==================== design 1
==> design_1/wires.png <==
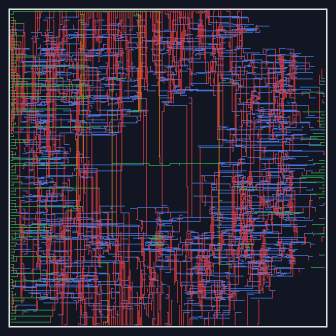

File: src/rtl/alu_req_scheduler.sv
// rtl/alu_req_scheduler.sv - round-robin scheduler sharing one 16-bit ALU
//
// Grants one requester at a time (round-robin from rr_ptr). It drives the
// ALU operands and opcode, and enables the ALU for the single issue cycle.
// The registered ALU result is returned with a one-cycle resp_valid pulse.
//
// Ports:
//   clk, rst             clock, synchronous active-high reset
//   req_valid/req_ready  per-requester request handshake (ready is one-hot)
//   req_a/req_b/req_op   packed per-requester payload (16/16/3 bits each)
//   resp_*               response pulse, owner id, result, zero, carry
//   alu_a/alu_b/alu_op   operands and opcode to the ALU (held between ops)
//   alu_enable           ALU clock-gate / operand-isolation enable
//   alu_result/flag      registered ALU outputs
//   op_count             completed operations (saturating)
//   gated_cycles         cycles with alu_enable low (saturating)
module alu_req_scheduler #(
  parameter int NUM_REQ = 4,
  parameter int IDW     = $clog2(NUM_REQ)
) (
  input  logic                 clk,
  input  logic                 rst,
  input  logic [NUM_REQ-1:0]   req_valid,
  output logic [NUM_REQ-1:0]   req_ready,
  input  logic [16*NUM_REQ-1:0] req_a,
  input  logic [16*NUM_REQ-1:0] req_b,
  input  logic [3*NUM_REQ-1:0] req_op,
  output logic                 resp_valid,
  output logic [IDW-1:0]       resp_id,
  output logic [15:0]          resp_result,
  output logic                 resp_zero,
  output logic                 resp_carry,
  output logic [15:0]          alu_a,
  output logic [15:0]          alu_b,
  output logic [2:0]           alu_op,
  output logic                 alu_enable,
  input  logic [15:0]          alu_result,
  input  logic                 alu_carry_flag,
  output logic [15:0]          op_count,
  output logic [31:0]          gated_cycles
);

  typedef enum logic [1:0] {
    S_IDLE,
    S_ISSUE,
    S_CAPTURE
  } state_e;

  state_e         state_q, state_d;
  logic [IDW-1:0] rr_ptr_q;
  logic [IDW-1:0] gnt_id_q;
  logic [15:0]    alu_a_q, alu_b_q;
  logic [2:0]     alu_op_q;
  logic           resp_valid_q;
  logic [IDW-1:0] resp_id_q;
  logic [15:0]    resp_result_q;
  logic           resp_zero_q, resp_carry_q;
  logic [15:0]    op_count_q;
  logic [31:0]    gated_cycles_q;

  logic           found;
  logic           grant;
  logic [IDW-1:0] win;
  logic [IDW-1:0] cand;

  // Round-robin pick: first valid requester at or after rr_ptr. NUM_REQ is a
  // power of two, so the IDW-bit add wraps modulo NUM_REQ for free.
  always_comb begin
    found = 1'b0;
    win   = '0;
    cand  = '0;
    for (int i = 0; i < NUM_REQ; i++) begin
      cand = rr_ptr_q + IDW'(i);
      if (!found && req_valid[cand]) begin
        found = 1'b1;
        win   = cand;
      end
    end
  end

  // Grants are possible in IDLE and in CAPTURE (back-to-back), never in ISSUE.
  always_comb begin
    grant      = found && !rst && (state_q != S_ISSUE);
    req_ready  = '0;
    if (grant) begin
      req_ready[win] = 1'b1;
    end
    alu_enable = (state_q == S_ISSUE);
    state_d    = state_q;
    case (state_q)
      S_IDLE:    state_d = grant ? S_ISSUE : S_IDLE;
      S_ISSUE:   state_d = S_CAPTURE;
      S_CAPTURE: state_d = grant ? S_ISSUE : S_IDLE;
      default:   state_d = S_IDLE;
    endcase
  end

  always_ff @(posedge clk) begin
    if (rst) begin
      state_q        <= S_IDLE;
      rr_ptr_q       <= '0;
      gnt_id_q       <= '0;
      alu_a_q        <= '0;
      alu_b_q        <= '0;
      alu_op_q       <= '0;
      resp_valid_q   <= 1'b0;
      resp_id_q      <= '0;
      resp_result_q  <= '0;
      resp_zero_q    <= 1'b0;
      resp_carry_q   <= 1'b0;
      op_count_q     <= '0;
      gated_cycles_q <= '0;
    end else begin
      state_q <= state_d;
      // Operands only move on a grant so the ALU inputs stay quiet when idle.
      if (grant) begin
        alu_a_q  <= req_a[16*int'(win) +: 16];
        alu_b_q  <= req_b[16*int'(win) +: 16];
        alu_op_q <= req_op[3*int'(win) +: 3];
        gnt_id_q <= win;
        rr_ptr_q <= win + IDW'(1);
      end
      resp_valid_q <= (state_q == S_CAPTURE);
      if (state_q == S_CAPTURE) begin
        resp_id_q     <= gnt_id_q;
        resp_result_q <= alu_result;
        resp_zero_q   <= (alu_result == 16'h0000);
        resp_carry_q  <= alu_carry_flag;
        if (op_count_q != 16'hFFFF) begin
          op_count_q <= op_count_q + 16'd1;
        end
      end
      if (!alu_enable && gated_cycles_q != 32'hFFFF_FFFF) begin
        gated_cycles_q <= gated_cycles_q + 32'd1;
      end
    end
  end

  assign resp_valid   = resp_valid_q;
  assign resp_id      = resp_id_q;
  assign resp_result  = resp_result_q;
  assign resp_zero    = resp_zero_q;
  assign resp_carry   = resp_carry_q;
  assign alu_a        = alu_a_q;
  assign alu_b        = alu_b_q;
  assign alu_op       = alu_op_q;
  assign op_count     = op_count_q;
  assign gated_cycles = gated_cycles_q;

endmodule

File: config.mk
export PLATFORM = sky130hd
export DESIGN_NAME = alu_req_scheduler
export DESIGN_NICKNAME = d
export VERILOG_FILES = /design/src/rtl/alu_req_scheduler.sv
export SDC_FILE = /design/constraint.sdc
export NUM_CORES = 1
export LEC_CHECK = 0
export CORE_UTILIZATION = 30
export DETAILED_ROUTE_END_ITERATION = 8
export GPL_TIMING_DRIVEN = 0
export PLACE_DENSITY = 0.65
export SLEW_MARGIN = 40
export SYNTH_ARGS = -nofsm -noshare
export SYNTH_HDL_FRONTEND = slang
export SYNTH_SLANG_ARGS = --single-unit
File: constraint.sdc
create_clock -name clk -period 7 [get_ports clk]
set_clock_uncertainty 0.2 [all_clocks]
set_input_delay 1.4 -clock clk [delete_from_list [all_inputs] [get_ports clk]]
set_output_delay 1.4 -clock clk [all_outputs]
set_load 0.01 [all_outputs]
==================== design 2
### src/rtl/qspi_bus_arbiter_pkg.sv
// Shared types and constants for the quad-SPI bus arbiter.
//   arb_state_t     : arbiter FSM states
//   CS_*            : eng_cs encodings (CE0 flash, CE1/CE2 PSRAM)
//   REGION_*        : addr[31:28] region nibbles
package qspi_arb_pkg;

  typedef enum logic [1:0] {
    IDLE,
    BUSY,
    RESP,
    GAP
  } arb_state_t;

  localparam logic [1:0] CS_FLASH  = 2'd0;
  localparam logic [1:0] CS_PSRAM0 = 2'd1;
  localparam logic [1:0] CS_PSRAM1 = 2'd2;

  localparam logic [3:0] REGION_FLASH = 4'h2;
  localparam logic [3:0] REGION_PSRAM = 4'h8;

endpackage

### src/rtl/qspi_bus_arbiter_if.sv
// Bundle of the two requester ports (m0 = ifetch, m1 = data) and the
// downstream QSPI engine handshake.
//   slave  : arbiter view (requests and eng_ready/eng_rdata in; responses and eng_* requests out)
//   master : environment view (drives requests and the engine response)
interface qspi_bus_arbiter_if;
  import qspi_arb_pkg::*;

  logic        m0_valid;
  logic [31:0] m0_addr;
  logic        m0_ready;
  logic [31:0] m0_rdata;
  logic        m0_err;

  logic        m1_valid;
  logic [31:0] m1_addr;
  logic [31:0] m1_wdata;
  logic [3:0]  m1_wstrb;
  logic        m1_ready;
  logic [31:0] m1_rdata;
  logic        m1_err;

  logic        eng_valid;
  logic [1:0]  eng_cs;
  logic [23:0] eng_addr;
  logic [31:0] eng_wdata;
  logic [3:0]  eng_wstrb;
  logic        eng_ready;
  logic [31:0] eng_rdata;

  modport slave (
    input  m0_valid, m0_addr,
    output m0_ready, m0_rdata, m0_err,
    input  m1_valid, m1_addr, m1_wdata, m1_wstrb,
    output m1_ready, m1_rdata, m1_err,
    output eng_valid, eng_cs, eng_addr, eng_wdata, eng_wstrb,
    input  eng_ready, eng_rdata
  );

  modport master (
    output m0_valid, m0_addr,
    input  m0_ready, m0_rdata, m0_err,
    output m1_valid, m1_addr, m1_wdata, m1_wstrb,
    input  m1_ready, m1_rdata, m1_err,
    input  eng_valid, eng_cs, eng_addr, eng_wdata, eng_wstrb,
    output eng_ready, eng_rdata
  );

endinterface

### src/rtl/qspi_bus_arbiter_addr_decode.sv
// Combinational address decoder for the arbiter's selected request.
//   addr       : 32-bit byte address
//   is_write   : request carries non-zero byte strobes
//   cs         : chip-select encoding for the engine
//   local_addr : 24-bit device-local address (bit 23 cleared for PSRAM)
//   err        : unmapped region, or write to flash
module qspi_addr_decode
  import qspi_arb_pkg::*;
(
  input  logic [31:0] addr,
  input  logic        is_write,
  output logic [1:0]  cs,
  output logic [23:0] local_addr,
  output logic        err
);

  // addr[27:24] is a don't-care inside both mapped regions
  logic unused_addr_bits;
  assign unused_addr_bits = ^addr[27:24];

  always_comb begin
    cs         = CS_FLASH;
    local_addr = '0;
    err        = 1'b0;
    case (addr[31:28])
      REGION_FLASH: begin
        cs         = CS_FLASH;
        local_addr = addr[23:0];
        err        = is_write;
      end
      REGION_PSRAM: begin
        // addr[23] picks the PSRAM die and is not part of the device address
        cs         = addr[23] ? CS_PSRAM1 : CS_PSRAM0;
        local_addr = {1'b0, addr[22:0]};
      end
      default: err = 1'b1;
    endcase
  end

endmodule

### src/rtl/qspi_bus_arbiter.sv
// Round-robin arbiter sharing one quad-SPI bus between the ifetch (m0)
// and data (m1) ports. One transaction at a time is forwarded to the QSPI
// engine; a CE-high gap of CE_GAP_CYCLES idle cycles follows each engine
// transaction. Decode errors are answered locally without touching the bus.
//   clk, rst_n : clock, asynchronous active-low reset
//   bus        : requester ports and engine handshake (slave modport)
module qspi_bus_arbiter
  import qspi_arb_pkg::*;
#(
  parameter int unsigned CE_GAP_CYCLES = 2
) (
  input logic               clk,
  input logic               rst_n,
  qspi_bus_arbiter_if.slave bus
);

  localparam int unsigned GAP_W = (CE_GAP_CYCLES == 0) ? 1 : $clog2(CE_GAP_CYCLES + 1);

  arb_state_t       state_q, state_d;
  logic             last_grant_q;
  logic             cur_q;
  logic             resp_err_q;
  logic [GAP_W-1:0] gap_cnt_q;

  logic             any_valid;
  logic             sel;
  logic             grant;
  logic             eng_done;
  logic [31:0]      req_addr;
  logic [31:0]      req_wdata;
  logic [3:0]       req_wstrb;
  logic [1:0]       dec_cs;
  logic [23:0]      dec_addr;
  logic             dec_err;

  logic             eng_valid_q;
  logic [1:0]       eng_cs_q;
  logic [23:0]      eng_addr_q;
  logic [31:0]      eng_wdata_q;
  logic [3:0]       eng_wstrb_q;
  logic             m0_ready_q, m0_err_q;
  logic [31:0]      m0_rdata_q;
  logic             m1_ready_q, m1_err_q;
  logic [31:0]      m1_rdata_q;

  // Contention goes to the port that did not win last; a lone requester wins.
  always_comb begin
    any_valid = bus.m0_valid | bus.m1_valid;
    if (bus.m0_valid && bus.m1_valid) sel = ~last_grant_q;
    else                              sel = ~bus.m0_valid;
    req_addr  = sel ? bus.m1_addr  : bus.m0_addr;
    req_wdata = sel ? bus.m1_wdata : '0;
    req_wstrb = sel ? bus.m1_wstrb : '0;
  end

  qspi_addr_decode u_decode (
    .addr       (req_addr),
    .is_write   (|req_wstrb),
    .cs         (dec_cs),
    .local_addr (dec_addr),
    .err        (dec_err)
  );

  assign eng_done = (state_q == BUSY) && bus.eng_ready;

  always_ff @(posedge clk or negedge rst_n) begin
    if (!rst_n) state_q <= IDLE;
    else        state_q <= state_d;
  end

  always_comb begin
    state_d = state_q;
    grant   = 1'b0;
    case (state_q)
      IDLE: begin
        if (any_valid) begin
          grant   = 1'b1;
          state_d = dec_err ? RESP : BUSY;
        end
      end
      BUSY: if (bus.eng_ready) state_d = RESP;
      RESP: state_d = (resp_err_q || CE_GAP_CYCLES == 0) ? IDLE : GAP;
      GAP:  if (gap_cnt_q == GAP_W'(1)) state_d = IDLE;
      default: state_d = IDLE;
    endcase
  end

  always_ff @(posedge clk or negedge rst_n) begin
    if (!rst_n) begin
      last_grant_q <= 1'b1;
      cur_q        <= 1'b0;
      resp_err_q   <= 1'b0;
      gap_cnt_q    <= '0;
      eng_valid_q  <= 1'b0;
      eng_cs_q     <= '0;
      eng_addr_q   <= '0;
      eng_wdata_q  <= '0;
      eng_wstrb_q  <= '0;
      m0_ready_q   <= 1'b0;
      m0_err_q     <= 1'b0;
      m0_rdata_q   <= '0;
      m1_ready_q   <= 1'b0;
      m1_err_q     <= 1'b0;
      m1_rdata_q   <= '0;
    end else begin
      m0_ready_q <= 1'b0;
      m1_ready_q <= 1'b0;

      if (grant) begin
        last_grant_q <= sel;
        cur_q        <= sel;
        resp_err_q   <= dec_err;
        if (dec_err) begin
          if (sel) begin
            m1_ready_q <= 1'b1;
            m1_err_q   <= 1'b1;
            m1_rdata_q <= '0;
          end else begin
            m0_ready_q <= 1'b1;
            m0_err_q   <= 1'b1;
            m0_rdata_q <= '0;
          end
        end else begin
          eng_valid_q <= 1'b1;
          eng_cs_q    <= dec_cs;
          eng_addr_q  <= dec_addr;
          eng_wdata_q <= req_wdata;
          eng_wstrb_q <= req_wstrb;
        end
      end

      // Completion is routed to the granted port even if it has since dropped valid.
      if (eng_done) begin
        eng_valid_q <= 1'b0;
        if (cur_q) begin
          m1_ready_q <= 1'b1;
          m1_err_q   <= 1'b0;
          m1_rdata_q <= bus.eng_rdata;
        end else begin
          m0_ready_q <= 1'b1;
          m0_err_q   <= 1'b0;
          m0_rdata_q <= bus.eng_rdata;
        end
      end

      if (state_q == RESP)     gap_cnt_q <= GAP_W'(CE_GAP_CYCLES);
      else if (state_q == GAP) gap_cnt_q <= gap_cnt_q - GAP_W'(1);
    end
  end

  assign bus.eng_valid = eng_valid_q;
  assign bus.eng_cs    = eng_cs_q;
  assign bus.eng_addr  = eng_addr_q;
  assign bus.eng_wdata = eng_wdata_q;
  assign bus.eng_wstrb = eng_wstrb_q;
  assign bus.m0_ready  = m0_ready_q;
  assign bus.m0_err    = m0_err_q;
  assign bus.m0_rdata  = m0_rdata_q;
  assign bus.m1_ready  = m1_ready_q;
  assign bus.m1_err    = m1_err_q;
  assign bus.m1_rdata  = m1_rdata_q;

endmodule

### src/flat_wrapper.sv
// flat-port wrapper written by rule: the top's interface ports become plain ports
module qspi_bus_arbiter_flat import qspi_arb_pkg::*;
#(
  parameter int unsigned CE_GAP_CYCLES = 2
)
  (clk, rst_n, bus_m0_valid, bus_m0_addr, bus_m0_ready, bus_m0_rdata, bus_m0_err, bus_m1_valid, bus_m1_addr, bus_m1_wdata, bus_m1_wstrb, bus_m1_ready, bus_m1_rdata, bus_m1_err, bus_eng_valid, bus_eng_cs, bus_eng_addr, bus_eng_wdata, bus_eng_wstrb, bus_eng_ready, bus_eng_rdata);
  qspi_bus_arbiter_if bus_i ();
  input logic clk;
  input logic rst_n;
  input wire logic [$bits(bus_i.m0_valid)-1:0] bus_m0_valid;
  input wire logic [$bits(bus_i.m0_addr)-1:0] bus_m0_addr;
  output wire logic [$bits(bus_i.m0_ready)-1:0] bus_m0_ready;
  output wire logic [$bits(bus_i.m0_rdata)-1:0] bus_m0_rdata;
  output wire logic [$bits(bus_i.m0_err)-1:0] bus_m0_err;
  input wire logic [$bits(bus_i.m1_valid)-1:0] bus_m1_valid;
  input wire logic [$bits(bus_i.m1_addr)-1:0] bus_m1_addr;
  input wire logic [$bits(bus_i.m1_wdata)-1:0] bus_m1_wdata;
  input wire logic [$bits(bus_i.m1_wstrb)-1:0] bus_m1_wstrb;
  output wire logic [$bits(bus_i.m1_ready)-1:0] bus_m1_ready;
  output wire logic [$bits(bus_i.m1_rdata)-1:0] bus_m1_rdata;
  output wire logic [$bits(bus_i.m1_err)-1:0] bus_m1_err;
  output wire logic [$bits(bus_i.eng_valid)-1:0] bus_eng_valid;
  output wire logic [$bits(bus_i.eng_cs)-1:0] bus_eng_cs;
  output wire logic [$bits(bus_i.eng_addr)-1:0] bus_eng_addr;
  output wire logic [$bits(bus_i.eng_wdata)-1:0] bus_eng_wdata;
  output wire logic [$bits(bus_i.eng_wstrb)-1:0] bus_eng_wstrb;
  input wire logic [$bits(bus_i.eng_ready)-1:0] bus_eng_ready;
  input wire logic [$bits(bus_i.eng_rdata)-1:0] bus_eng_rdata;
  assign bus_i.m0_valid = bus_m0_valid;
  assign bus_i.m0_addr = bus_m0_addr;
  assign bus_m0_ready = bus_i.m0_ready;
  assign bus_m0_rdata = bus_i.m0_rdata;
  assign bus_m0_err = bus_i.m0_err;
  assign bus_i.m1_valid = bus_m1_valid;
  assign bus_i.m1_addr = bus_m1_addr;
  assign bus_i.m1_wdata = bus_m1_wdata;
  assign bus_i.m1_wstrb = bus_m1_wstrb;
  assign bus_m1_ready = bus_i.m1_ready;
  assign bus_m1_rdata = bus_i.m1_rdata;
  assign bus_m1_err = bus_i.m1_err;
  assign bus_eng_valid = bus_i.eng_valid;
  assign bus_eng_cs = bus_i.eng_cs;
  assign bus_eng_addr = bus_i.eng_addr;
  assign bus_eng_wdata = bus_i.eng_wdata;
  assign bus_eng_wstrb = bus_i.eng_wstrb;
  assign bus_i.eng_ready = bus_eng_ready;
  assign bus_i.eng_rdata = bus_eng_rdata;
  qspi_bus_arbiter #(.CE_GAP_CYCLES(CE_GAP_CYCLES)) u_core (.clk(clk), .rst_n(rst_n), .bus(bus_i));
endmodule
### config.mk
export PLATFORM = sky130hd
export DESIGN_NAME = qspi_bus_arbiter_flat
export DESIGN_NICKNAME = d
export VERILOG_FILES = /design/src/rtl/qspi_bus_arbiter_pkg.sv /design/src/rtl/qspi_bus_arbiter_if.sv /design/src/rtl/qspi_bus_arbiter_addr_decode.sv /design/src/rtl/qspi_bus_arbiter.sv /design/src/flat_wrapper.sv
export SDC_FILE = /design/constraint.sdc
export NUM_CORES = 1
export LEC_CHECK = 0
export CAP_MARGIN = 20
export CORE_MARGIN = 2
export CORE_UTILIZATION = 35
export DETAILED_ROUTE_END_ITERATION = 16
export PLACE_DENSITY = 0.75
export SYNTH_ARGS = -nofsm -noshare
export SYNTH_HDL_FRONTEND = slang
export SYNTH_SLANG_ARGS = --single-unit
### constraint.sdc
create_clock -name clk -period 4.38 [get_ports clk]
set_input_delay 0.438 -clock clk [delete_from_list [all_inputs] [get_ports clk]]
set_output_delay 0.438 -clock clk [all_outputs]
set_load 0.02 [all_outputs]
==================== design 3
[config.mk]
export PLATFORM = sky130hd
export DESIGN_NAME = pix_err_acc
export DESIGN_NICKNAME = d
export VERILOG_FILES = /design/src/rtl/pix_err_pkg.sv /design/src/rtl/pix_sq_diff.sv /design/src/rtl/pix_err_acc.sv
export SDC_FILE = /design/constraint.sdc
export NUM_CORES = 2
export LEC_CHECK = 0
export ABC_AREA = 0
export ABC_CLOCK_PERIOD_IN_PS = 11600
export CORE_MARGIN = 3
export CORE_UTILIZATION = 50
export CTS_CLUSTER_DIAMETER = 80
export DETAILED_ROUTE_END_ITERATION = 12
export GPL_TIMING_DRIVEN = 0
export PLACE_DENSITY_LB_ADDON = 0.1
export SETUP_SLACK_MARGIN = 0.02
export SYNTH_ARGS = -nofsm -noshare
export SYNTH_HDL_FRONTEND = slang
export SYNTH_SLANG_ARGS = --single-unit
[constraint.sdc]
create_clock -name clk -period 11.6 [get_ports clk]
set_input_delay 1.16 -clock clk [delete_from_list [all_inputs] [get_ports clk]]
set_output_delay 1.16 -clock clk [all_outputs]
set_load 0.01 [all_outputs]
[src/rtl/pix_err_pkg.sv]
// rtl/pix_err_pkg.sv - shared types, defaults and channel helper for the pix_err_acc block
package pix_err_pkg;

    localparam int PIX_DW    = 8;
    localparam int PIX_ACC_W = 48;

    typedef enum logic [1:0] {
        ST_IDLE  = 2'd0,
        ST_RUN   = 2'd1,
        ST_DRAIN = 2'd2,
        ST_DONE  = 2'd3
    } pix_err_st_t;

    typedef struct packed {
        logic [PIX_DW-1:0] r;
        logic [PIX_DW-1:0] g;
        logic [PIX_DW-1:0] b;
    } rgb_pix_t;

    // Channel index 0 = R, 1 = G, 2 = B.
    function automatic logic [PIX_DW-1:0] pix_chan(input rgb_pix_t p, input logic [1:0] c);
        case (c)
            2'd0:    return p.r;
            2'd1:    return p.g;
            default: return p.b;
        endcase
    endfunction

endpackage

[src/rtl/pix_sq_diff.sv]
// rtl/pix_sq_diff.sv - one colour channel: S1 signed difference, S2 square, each with a valid bit
// absd_o (|a-b| of the S1 entry) exists only when PIX_ERR_MAXDIFF_EN is defined.
module pix_sq_diff #(
    parameter int DW = 8
) (
    input  logic            clk,
    input  logic            rst,
    input  logic            vld_i,
    input  logic [DW-1:0]   a_i,
    input  logic [DW-1:0]   b_i,
    output logic            s1_vld_o,
    output logic            sq_vld_o,
    output logic [2*DW-1:0] sq_o
`ifdef PIX_ERR_MAXDIFF_EN
    ,
    output logic [DW-1:0]   absd_o
`endif
);

    logic signed [DW:0] d_q, d_d;
    logic               s1_vld_q;
    logic [DW-1:0]      mag;
    logic [2*DW-1:0]    sq_q, sq_d;
    logic               sq_vld_q;

    assign d_d = $signed({1'b0, a_i}) - $signed({1'b0, b_i});

    // |d| always fits in DW bits because both operands are unsigned DW-bit values.
    assign mag  = d_q[DW] ? DW'(~d_q[DW-1:0] + DW'(1)) : d_q[DW-1:0];
    assign sq_d = {{DW{1'b0}}, mag} * {{DW{1'b0}}, mag};

    always_ff @(posedge clk or posedge rst) begin
        if (rst) begin
            d_q      <= '0;
            s1_vld_q <= 1'b0;
            sq_q     <= '0;
            sq_vld_q <= 1'b0;
        end else begin
            d_q      <= d_d;
            s1_vld_q <= vld_i;
            sq_q     <= sq_d;
            sq_vld_q <= s1_vld_q;
        end
    end

    assign s1_vld_o = s1_vld_q;
    assign sq_vld_o = sq_vld_q;
    assign sq_o     = sq_q;
`ifdef PIX_ERR_MAXDIFF_EN
    assign absd_o   = mag;
`endif

endmodule

[src/rtl/pix_err_acc.sv]
// rtl/pix_err_acc.sv - per-channel squared-error accumulator over one RGB frame
// Optional max|a-b| outputs are enabled by defining PIX_ERR_MAXDIFF_EN.
module pix_err_acc
    import pix_err_pkg::*;
#(
    parameter int DW    = PIX_DW,
    parameter int ACC_W = PIX_ACC_W
) (
    input  logic             clk,
    input  logic             rst,
    input  logic             start,
    input  logic [15:0]      cfg_width,
    input  logic [15:0]      cfg_height,
    input  logic [3*DW-1:0]  a_pix,
    input  logic [3*DW-1:0]  b_pix,
    input  logic             pix_vld,
    output logic             pix_rdy,
    output logic             busy,
    output logic [ACC_W-1:0] res_r,
    output logic [ACC_W-1:0] res_g,
    output logic [ACC_W-1:0] res_b,
    output logic             res_vld,
    output logic             err
`ifdef PIX_ERR_MAXDIFF_EN
    ,
    output logic [DW-1:0]    max_r,
    output logic [DW-1:0]    max_g,
    output logic [DW-1:0]    max_b
`endif
);

    pix_err_st_t state_q, state_d;
    logic [31:0] total_q, total_d;
    logic [31:0] cnt_q, cnt_d;
    logic        err_q, err_d;
    logic [31:0] frame_total;
    logic        start_ok, xfer, last_xfer;
    logic [2:0]  s1_vld, sq_vld;
    rgb_pix_t    a_rgb, b_rgb;

    assign frame_total = {16'd0, cfg_width} * {16'd0, cfg_height};
    assign start_ok    = start && ((state_q == ST_IDLE) || (state_q == ST_DONE));
    assign xfer        = pix_vld && (state_q == ST_RUN);
    assign last_xfer   = xfer && (cnt_q == total_q - 32'd1);

    always_comb begin
        state_d = state_q;
        total_d = total_q;
        cnt_d   = cnt_q;
        err_d   = err_q;
        case (state_q)
            ST_IDLE, ST_DONE: begin
                if (start) begin
                    total_d = frame_total;
                    cnt_d   = '0;
                    err_d   = (frame_total == 32'd0);
                    state_d = (frame_total == 32'd0) ? ST_DONE : ST_RUN;
                end
            end
            ST_RUN: begin
                if (xfer) cnt_d = cnt_q + 32'd1;
                if (last_xfer) state_d = ST_DRAIN;
            end
            // Once S1 is empty the last square is folded in on this edge.
            ST_DRAIN: begin
                if (s1_vld == 3'b000) state_d = ST_DONE;
            end
            default: state_d = ST_IDLE;
        endcase
    end

    always_ff @(posedge clk or posedge rst) begin
        if (rst) begin
            state_q <= ST_IDLE;
            total_q <= '0;
            cnt_q   <= '0;
            err_q   <= 1'b0;
        end else begin
            state_q <= state_d;
            total_q <= total_d;
            cnt_q   <= cnt_d;
            err_q   <= err_d;
        end
    end

    assign a_rgb = a_pix;
    assign b_rgb = b_pix;

    for (genvar c = 0; c < 3; c++) begin : g_ch
        logic [DW-1:0]    a_c, b_c;
        logic [2*DW-1:0]  sq;
        logic [ACC_W-1:0] acc_q, acc_d;

        assign a_c = pix_chan(a_rgb, 2'(c));
        assign b_c = pix_chan(b_rgb, 2'(c));

`ifdef PIX_ERR_MAXDIFF_EN
        logic [DW-1:0] absd, max_q, max_d;
`endif

        pix_sq_diff #(.DW(DW)) u_sq (
            .clk      (clk),
            .rst      (rst),
            .vld_i    (xfer),
            .a_i      (a_c),
            .b_i      (b_c),
            .s1_vld_o (s1_vld[c]),
            .sq_vld_o (sq_vld[c]),
            .sq_o     (sq)
`ifdef PIX_ERR_MAXDIFF_EN
            ,
            .absd_o   (absd)
`endif
        );

        always_comb begin
            acc_d = acc_q;
            if (start_ok) acc_d = '0;
            else if (sq_vld[c]) acc_d = acc_q + ACC_W'(sq);
        end

        always_ff @(posedge clk or posedge rst) begin
            if (rst) acc_q <= '0;
            else     acc_q <= acc_d;
        end

`ifdef PIX_ERR_MAXDIFF_EN
        always_comb begin
            max_d = max_q;
            if (start_ok) max_d = '0;
            else if (s1_vld[c] && (absd > max_q)) max_d = absd;
        end

        always_ff @(posedge clk or posedge rst) begin
            if (rst) max_q <= '0;
            else     max_q <= max_d;
        end
`endif
    end

    assign pix_rdy = (state_q == ST_RUN);
    assign busy    = (state_q == ST_RUN) || (state_q == ST_DRAIN);
    assign res_vld = (state_q == ST_DONE);
    assign err     = err_q;
    assign res_r   = g_ch[0].acc_q;
    assign res_g   = g_ch[1].acc_q;
    assign res_b   = g_ch[2].acc_q;
`ifdef PIX_ERR_MAXDIFF_EN
    assign max_r   = g_ch[0].max_q;
    assign max_g   = g_ch[1].max_q;
    assign max_b   = g_ch[2].max_q;
`endif

endmodule

==================== design 4
$ cat src/rtl/fir_output_collector.sv
// fir_output_collector: receive side of the 6-tap transposed FIR filter.
// Lines up the valid flag with the filter output b, rounds b down to an
// OUT_W-bit sample and buffers the samples in a DEPTH-entry FIFO. The FIFO
// drives a valid/ready interface downstream.
//
// Optional feature: define FIR_COLL_SAT_EN to saturate the rounded sample to
// the OUT_W range. When it is undefined, the sample keeps only its low OUT_W
// bits (two's-complement wrap) and no saturation logic is built.
//
// Handshake: a sample transfers in any cycle where out_valid and out_ready are
// both high. out_valid never depends on out_ready. out_data holds steady while
// out_valid is high and out_ready is low.
module fir_output_collector #(
    parameter int IN_W    = 26,
    parameter int OUT_W   = 16,
    parameter int SHIFT   = 10,
    parameter int LATENCY = 2,
    parameter int DEPTH   = 4
) (
    input  logic                         clk,
    input  logic                         reset,
    input  logic                         in_valid,
    input  logic [IN_W-1:0]              b,
    input  logic                         flush,
    input  logic                         clr_ovf,
    output logic [OUT_W-1:0]             out_data,
    output logic                         out_valid,
    input  logic                         out_ready,
    output logic [$clog2(DEPTH):0]       count,
    output logic                         ovf
);

    localparam int AW = $clog2(DEPTH);
    localparam int CW = AW + 1;

    // Rounding constant 2^(SHIFT-1), at IN_W+1 bits so that b + RND cannot overflow
    localparam logic signed [IN_W:0] RND = {{IN_W{1'b0}}, 1'b1} << (SHIFT - 1);

    // Valid pipeline that tracks the filter latency
    logic [LATENCY-1:0] vpipe_q, vpipe_d;
    logic               aligned_valid;

    // Rounding stage
    logic                    r_valid_q, r_valid_d;
    logic [OUT_W-1:0]        r_data_q, r_data_d;
    logic signed [IN_W:0]    b_ext;
    logic signed [IN_W:0]    sum_w;
    logic signed [IN_W:0]    t_w;

    // FIFO
    logic [OUT_W-1:0]        mem_q [DEPTH];
    logic [AW-1:0]           wr_ptr_q, wr_ptr_d;
    logic [AW-1:0]           rd_ptr_q, rd_ptr_d;
    logic [CW-1:0]           count_q, count_d;
    logic                    ovf_q, ovf_d;
    logic                    full_w;
    logic                    push_w;
    logic                    pop_w;
    logic                    drop_w;

    assign aligned_valid = vpipe_q[LATENCY-1];

    // Shift in_valid through LATENCY stages; flush empties the pipeline
    always_comb begin
        vpipe_d    = '0;
        vpipe_d[0] = in_valid;
        for (int i = 1; i < LATENCY; i++) begin
            vpipe_d[i] = vpipe_q[i-1];
        end
        if (flush) begin
            vpipe_d = '0;
        end
    end

    // Round half up with an arithmetic right shift, then fit the result to OUT_W bits
    always_comb begin
        b_ext = {b[IN_W-1], b};
        sum_w = b_ext + RND;
        t_w   = sum_w >>> SHIFT;
        r_valid_d = aligned_valid & ~flush;
        r_data_d  = r_data_q;
        if (aligned_valid) begin
`ifdef FIR_COLL_SAT_EN
            if (t_w > $signed({{(IN_W-OUT_W+2){1'b0}}, {(OUT_W-1){1'b1}}})) begin
                r_data_d = {1'b0, {(OUT_W-1){1'b1}}};
            end else if (t_w < $signed({{(IN_W-OUT_W+2){1'b1}}, {(OUT_W-1){1'b0}}})) begin
                r_data_d = {1'b1, {(OUT_W-1){1'b0}}};
            end else begin
                r_data_d = t_w[OUT_W-1:0];
            end
`else
            r_data_d = t_w[OUT_W-1:0];
`endif
        end
    end

`ifndef FIR_COLL_SAT_EN
    // The wrap build discards the upper bits of the rounded value
    logic unused_t_hi;
    assign unused_t_hi = ^t_w[IN_W:OUT_W];
`endif

    assign full_w    = (count_q == CW'(DEPTH));
    assign out_valid = (count_q != '0);
    assign pop_w     = out_valid & out_ready;
    assign push_w    = r_valid_q & (~full_w | pop_w) & ~flush;
    assign drop_w    = r_valid_q & full_w & ~pop_w & ~flush;

    // Update the FIFO pointers, occupancy and sticky overflow; flush overrides push and pop
    always_comb begin
        wr_ptr_d = wr_ptr_q;
        rd_ptr_d = rd_ptr_q;
        count_d  = count_q;
        ovf_d    = ovf_q;
        if (flush) begin
            wr_ptr_d = '0;
            rd_ptr_d = '0;
            count_d  = '0;
        end else begin
            if (push_w) begin
                wr_ptr_d = wr_ptr_q + 1'b1;
            end
            if (pop_w) begin
                rd_ptr_d = rd_ptr_q + 1'b1;
            end
            if (push_w && !pop_w) begin
                count_d = count_q + 1'b1;
            end else if (pop_w && !push_w) begin
                count_d = count_q - 1'b1;
            end
        end
        // A new drop in the same cycle as clr_ovf leaves ovf set
        if (drop_w) begin
            ovf_d = 1'b1;
        end else if (clr_ovf) begin
            ovf_d = 1'b0;
        end
    end

    // State registers with asynchronous active-low reset
    always_ff @(posedge clk or negedge reset) begin
        if (!reset) begin
            vpipe_q   <= '0;
            r_valid_q <= 1'b0;
            r_data_q  <= '0;
            wr_ptr_q  <= '0;
            rd_ptr_q  <= '0;
            count_q   <= '0;
            ovf_q     <= 1'b0;
        end else begin
            vpipe_q   <= vpipe_d;
            r_valid_q <= r_valid_d;
            r_data_q  <= r_data_d;
            wr_ptr_q  <= wr_ptr_d;
            rd_ptr_q  <= rd_ptr_d;
            count_q   <= count_d;
            ovf_q     <= ovf_d;
        end
    end

    // FIFO storage; the contents are invalid until written, so this block has no reset
    always_ff @(posedge clk) begin
        if (push_w) begin
            mem_q[wr_ptr_q] <= r_data_q;
        end
    end

    // An empty FIFO presents zero rather than a stale entry
    assign out_data = out_valid ? mem_q[rd_ptr_q] : '0;
    assign count    = count_q;
    assign ovf      = ovf_q;

endmodule

$ cat config.mk
export PLATFORM = sky130hd
export DESIGN_NAME = fir_output_collector
export DESIGN_NICKNAME = d
export VERILOG_FILES = /design/src/rtl/fir_output_collector.sv
export SDC_FILE = /design/constraint.sdc
export NUM_CORES = 1
export LEC_CHECK = 0
export CAP_MARGIN = 20
export CORE_ASPECT_RATIO = 2
export CORE_UTILIZATION = 55
export CTS_CLUSTER_DIAMETER = 60
export DETAILED_ROUTE_END_ITERATION = 8
export MAX_ROUTING_LAYER = met4
export PLACE_DENSITY = 0.77
export REMOVE_ABC_BUFFERS = 1
export SYNTH_ARGS = -nofsm -noshare
export SYNTH_HDL_FRONTEND = slang
export SYNTH_SLANG_ARGS = --single-unit
$ cat constraint.sdc
create_clock -name clk -period 3.7 [get_ports clk]
set_clock_uncertainty 0.1 [all_clocks]
set_input_delay 0.37 -clock clk [delete_from_list [all_inputs] [get_ports clk]]
set_output_delay 0.37 -clock clk [all_outputs]
set_load 0.05 [all_outputs]

==> layout pictures side by side <==
Selected gate families.
shot_01.png
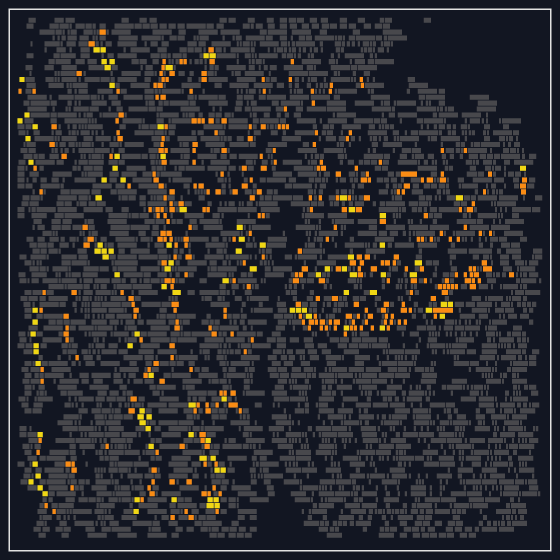
shot_02.png
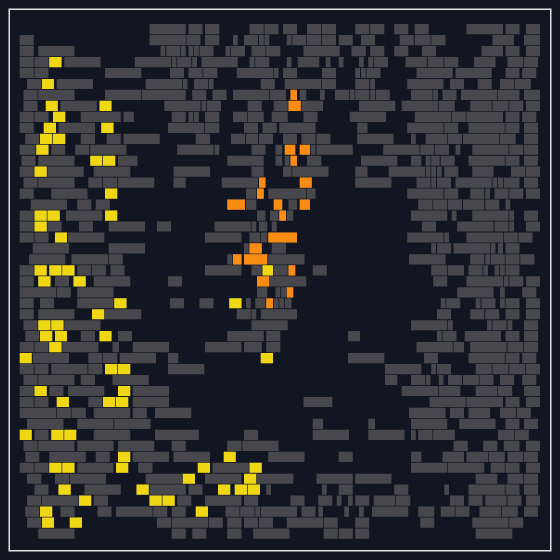
shot_03.png
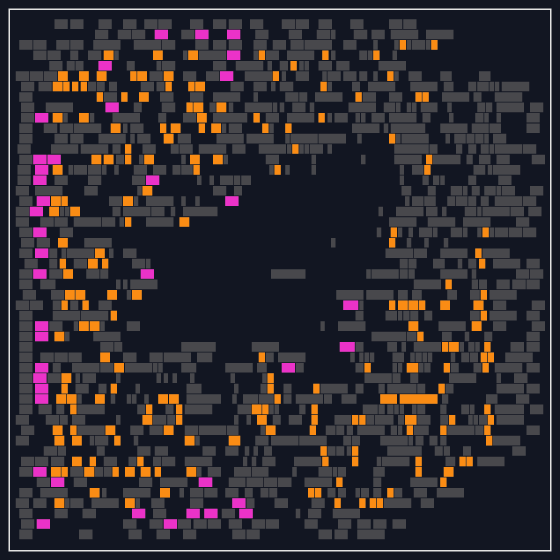
shot_04.png
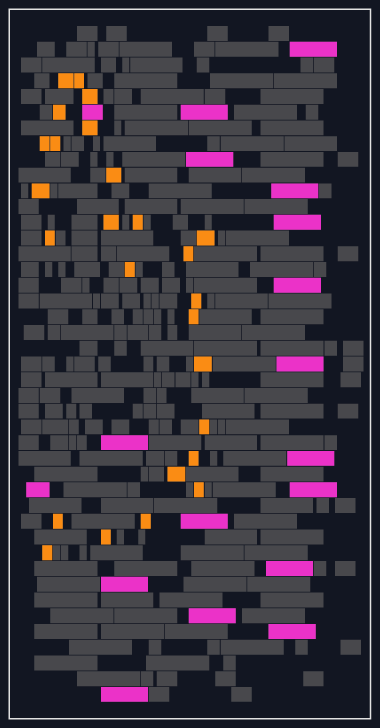
shot_03.png is design 1.
shot_01.png is design 3.
shot_02.png is design 2.
shot_04.png is design 4.
Of these, fewest cells: shot_04.png
Of these, most cells: shot_01.png

==> design_2/io_fan.png <==
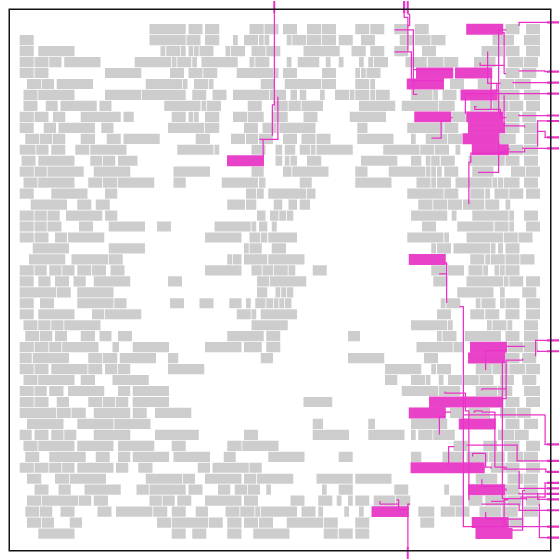
| color | port | bits | direction | end cells | wire |
|---|---|---|---|---|---|
| magenta | bus_eng_addr | 24 | output | 24 | 778 um |
Port Buf Inserts: 259
I/O pin total: 268

==> design_2/wires.png <==
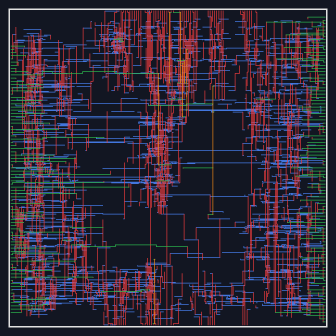
| color | layer | wire length |
|---|---|---|
| green | metal 3 | 1740 um |
| blue | metal 1 | 6730 um |
| orange | metal 4 | 238 um |
| red | metal 2 | 7950 um |
WL/cell: 17.7 um
Via Count: 4611
final WL: 16700 um
Total GRT Usage: 0.188

==> reports/metrics.cfg, design 2 <==
[run]
warnings = 35

[final_timing]
fin_tns_setup_ns = 0
holdWs_ns = 0.437
rsz0062_at_grt = false

[cells_and_area]
final_cells = 942
final_cell_mix = 258 x clkdlybuf4s50_1, 137 x dfrtp_1, 64 x a22o_1, 43 x inv_1, 41 x mux2i_1
design_area_um2 = 9280
final.fill_count = 1345

[die]
chipArea_um2 = 17900
die_w_um = 134

[clocking]
cts_setup_buffers = 0
cts_tree = done
cts.clk_slew.worst_paths_ns = 0.06

[synth]
topCombFamilyByArea = multiplexers
yosysTopAreaCellShare = 0.580
topCellsByArea = dfrtp_1 58%, a22o_1 9.5%, mux2i_1 6.9%
ff_type = dfrtp_1
synth-edff-count = 0

[routing]
drt-met1-wl_um = 6730
first_pass_iters = 4
wl_met3_um = 1740

[outcome]
run_status = finished clean

[worst_hold_path]
hold_class = in2async

[place]
post-dp-hpwl_um = 11700

[grt]
gr-max-usage-layer = met2

[setup_path]
critPathCapture = u_core.bus.eng_addr[23]

-- design 2: sequential cells by signal, indices dropped and copies added (netlist names) --
register              cells
u_core.bus.eng_valid      1
u_core.last_grant_q       1
u_core.bus.eng_addr      24
u_core.gap_cnt_q          2
u_core.bus.m0_err         1
u_core.bus.m1_ready       1
u_core.bus.m0_rdata      32
u_core.bus.eng_wstrb      4
u_core.resp_err_q         1
u_core.bus.eng_wdata     32
u_core.bus.m0_ready       1
u_core.bus.eng_cs         2
u_core.bus.m1_err         1
u_core.cur_q              1
u_core.bus.m1_rdata      32
u_core.state_q            2
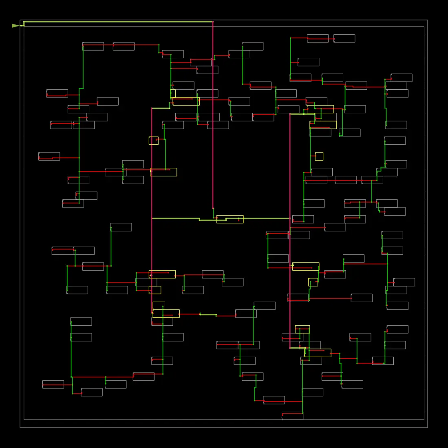
(design_1/clocks.png)
Flops: 110
clk latency late pin: 0.36 ns

## Picture notes: design_1/wires.png
| color | layer | wire length |
|---|---|---|
| blue | metal 1 | 8520 um |
| red | metal 2 | 10200 um |
| orange | metal 4 | 460 um |
| green | metal 3 | 1190 um |
final WL: 20400 um
Via Count: 6252
Total GRT Usage: 0.205
WL/cell: 16.2 um

==> reports/metrics.cfg, design 1 <==
[outcome]
run_status = finished clean

[setup_path]
rr_endpoint = alu_b[12]
arrival_ns = 4.09
start_kind = input pin

[cells_and_area]
comb_area_um2 = 3340
multi_input_comb_cells = 538
final_cell_mix = 270 x clkdlybuf4s50_1, 110 x dfxtp_1, 93 x nand2_1, 52 x a21oi_1
largest_reg_flops = 32

[grt]
grt_pass1_wl_um = 31900

[final_timing]
worst_slack_ns = 1.31
worst_pin_slew_ns = 0.697
report.final.slew_viol_count = 0

[synth]
synth-edff-count = 0
async_reset_ff_frac = 0
top_cell = dfxtp_1

[place]
place_area_um2 = 8830
dpl_worst_slack_ns = 1.29

[clocking]
cts_tree = done
cts.clk_slew.worst_paths_ns = 0.07
clockBufferDepth = 2

[routing]
final_antenna_net_count = 0

-- design 1: worst min-delay path by stage --
stage                          startpoint  depth (start not counted)               to
final                          resp_id[1]                          2       resp_id[1]
after global routing           resp_id[1]                          2       resp_id[1]
after CTS                      resp_id[1]                          2       resp_id[1]
after detailed placement  resp_result[11]                          2  resp_result[11]
after global placement    resp_result[11]                          2  resp_result[11]
after floorplan               gnt_id_q[1]                          2      gnt_id_q[1]
-- design 1: critical path: cells and delay by family --
kind | cells | cell delay (ns)
buffers and inverters | 5 | 1.49
AND/OR/NAND/NOR | 4 | 1.07
adder cells (fa/ha/maj) | 1 | 0.13
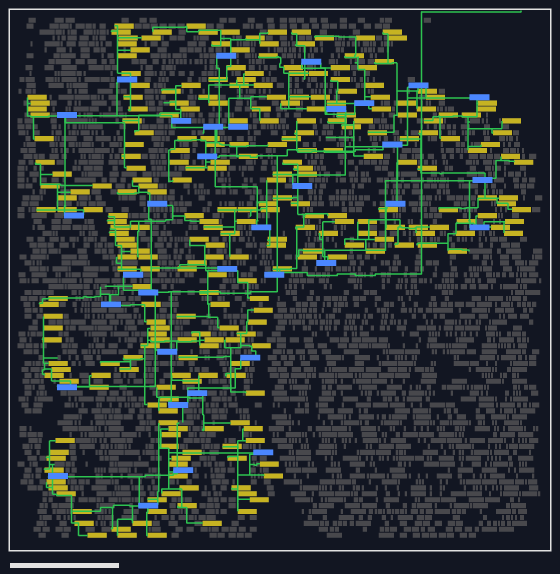
(design_3/clk_routes.png)
Scale bar: 50 um.
[green] clock wires | length: 4450 um
[yellow] flip-flops | count: 285
[blue] clock drivers | count: 35
flops lie: all over the die
routed clock nets: 36
Max Clock Skew: 0.0360 ns

==> reports/metrics.cfg, design 3 <==
[outcome]
run_status = finished clean

[place]
portBuffers = 231

[clocking]
htree_levels = 2
hold_buffers = 0
cts_buffers = 35

[die]
die_w_um = 248

[routing]
drt-met1-wl_um = 32400

[grt]
antenna_found_initial = 0

[setup_path]
arrival_ns = 9.05
rr_endpoint = g_ch[1].u_sq.sq_o[15]

[cells_and_area]
antenna_cells = 0
nClkBuffers = 49
layout-drive-gt1-share = 0.0320

[synth]
syn_avg_cell_area_um2 = 9.07

[final_timing]
post-route-period-util = 0.738

design 3: metrics by stage:
step | worst slack [ns] | utilization | setup TNS [ns]
after detailed placement | 2.57 | 0.565 | 0
after floorplan | 2.58 | - | 0
after global placement | -1.09 | 0.564 | -299.90
after global routing | 2.69 | 0.586 | 0
after CTS | 3.13 | 0.586 | 0
final | 3.04 | 0.586 | 0
design 3: logic make-up after synthesis:
family	synth area share
AOI/OAI and AO/OA	0.100
xor gates and xnor gates	0.0857
adders and majority gates	0.305
buffers and inverters	0.0649
DFF	0.243
muxes	0.0188
and+or+nand+nor	0.182
==> design_4/clocks.png <==
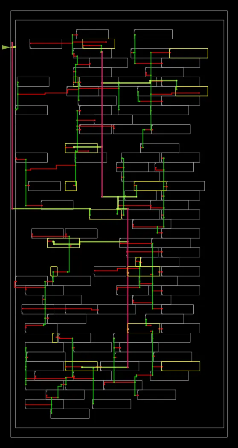
CTS Buf Count: 9
# clock sinks: 91
CLK BUF: 10

==> design_4/clk_routes.png <==
Scale bar: 20 um.
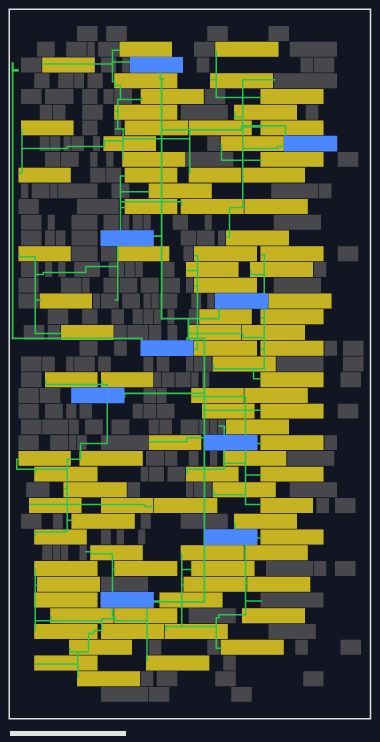
[blue] clock drivers | count: 9
[green] clock wires | length: 913 um
[yellow] flip-flops | count: 91
flops lie: all over the die
routed clock nets: 10
clk latency late pin: 0.34 ns

==> reports/metrics.cfg, design 4 <==
[outcome]
run_status = finished clean

[final_timing]
max_slew_margin = 0.330
report.final.slew_viol_count = 0
worst_pin_slew_ns = 1.00

[synth]
synth_area_leader_cell = edfxtp_1
ys_sh_xor = 0.0352
ys_cells = 269
ff_type = edfxtp_1
synth_cell_types = 40
postSynthSeqShare = 0.652
simple_gate_area_frac = 0.124

[setup_path]
rr_endpoint = count[2]
end_kind = primary output
start_kind = register

[cells_and_area]
final_cells = 406
syn2layout_area_growth_pct = 19.7

[run]
maxCapViolCount = 0

[die]
fp-utilization = 0.570

[clocking]
clockBufferDepth = 2
root_buffer = clkbuf_16

[routing]
viasPerCell = 5.73

design 4: worst max-delay path, stage by stage, from the launching register on:
cell and delay (ns):
dfrtp_1 0.87, mux4_2 0.34, and2_1 0.15, clkdlybuf4s50_1 0.81
design 4: metal layers:
layer / up-vias / track usage
met2: 72 / 0.367
met5: - / -
li1: 1088 / -
met1: 1153 / 0.253
met4: 0 / 0.112
met3: 15 / 0.0390


==> layout pictures side by side <==
I/O nets highlighted.
panel A
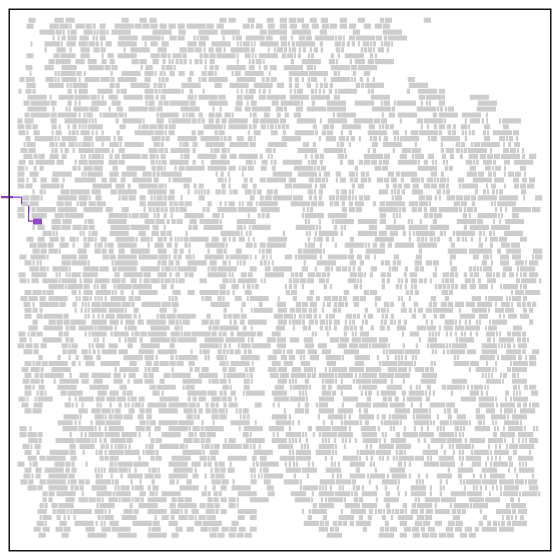
panel B
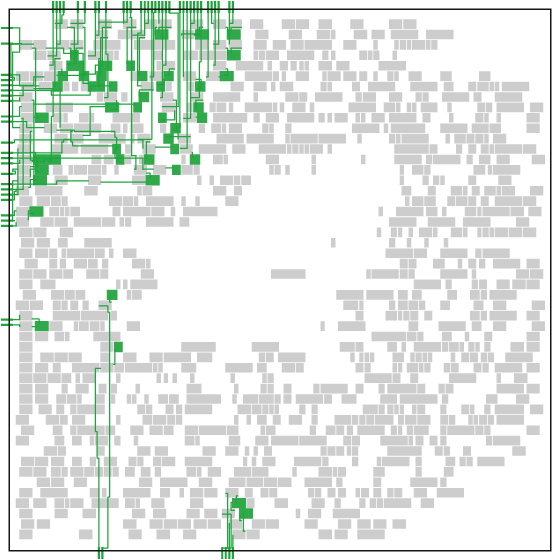
panel C
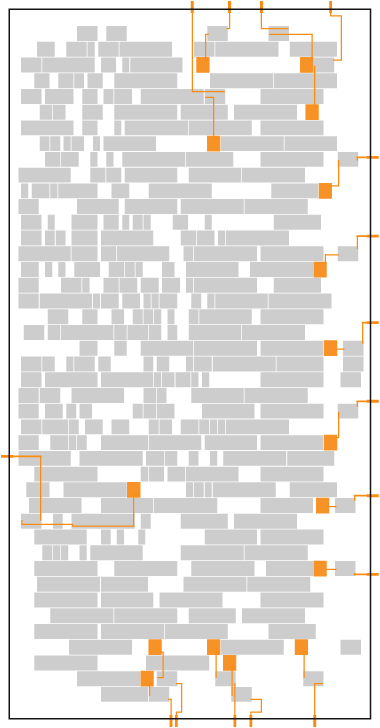
Design 3 is panel A.
Design 1 is panel B.
Design 4 is panel C.

Key to panel A:
| color | port | bits | direction | end cells | wire |
|---|---|---|---|---|---|
| purple | rst | 1 | input | 1 | 18.0 um |

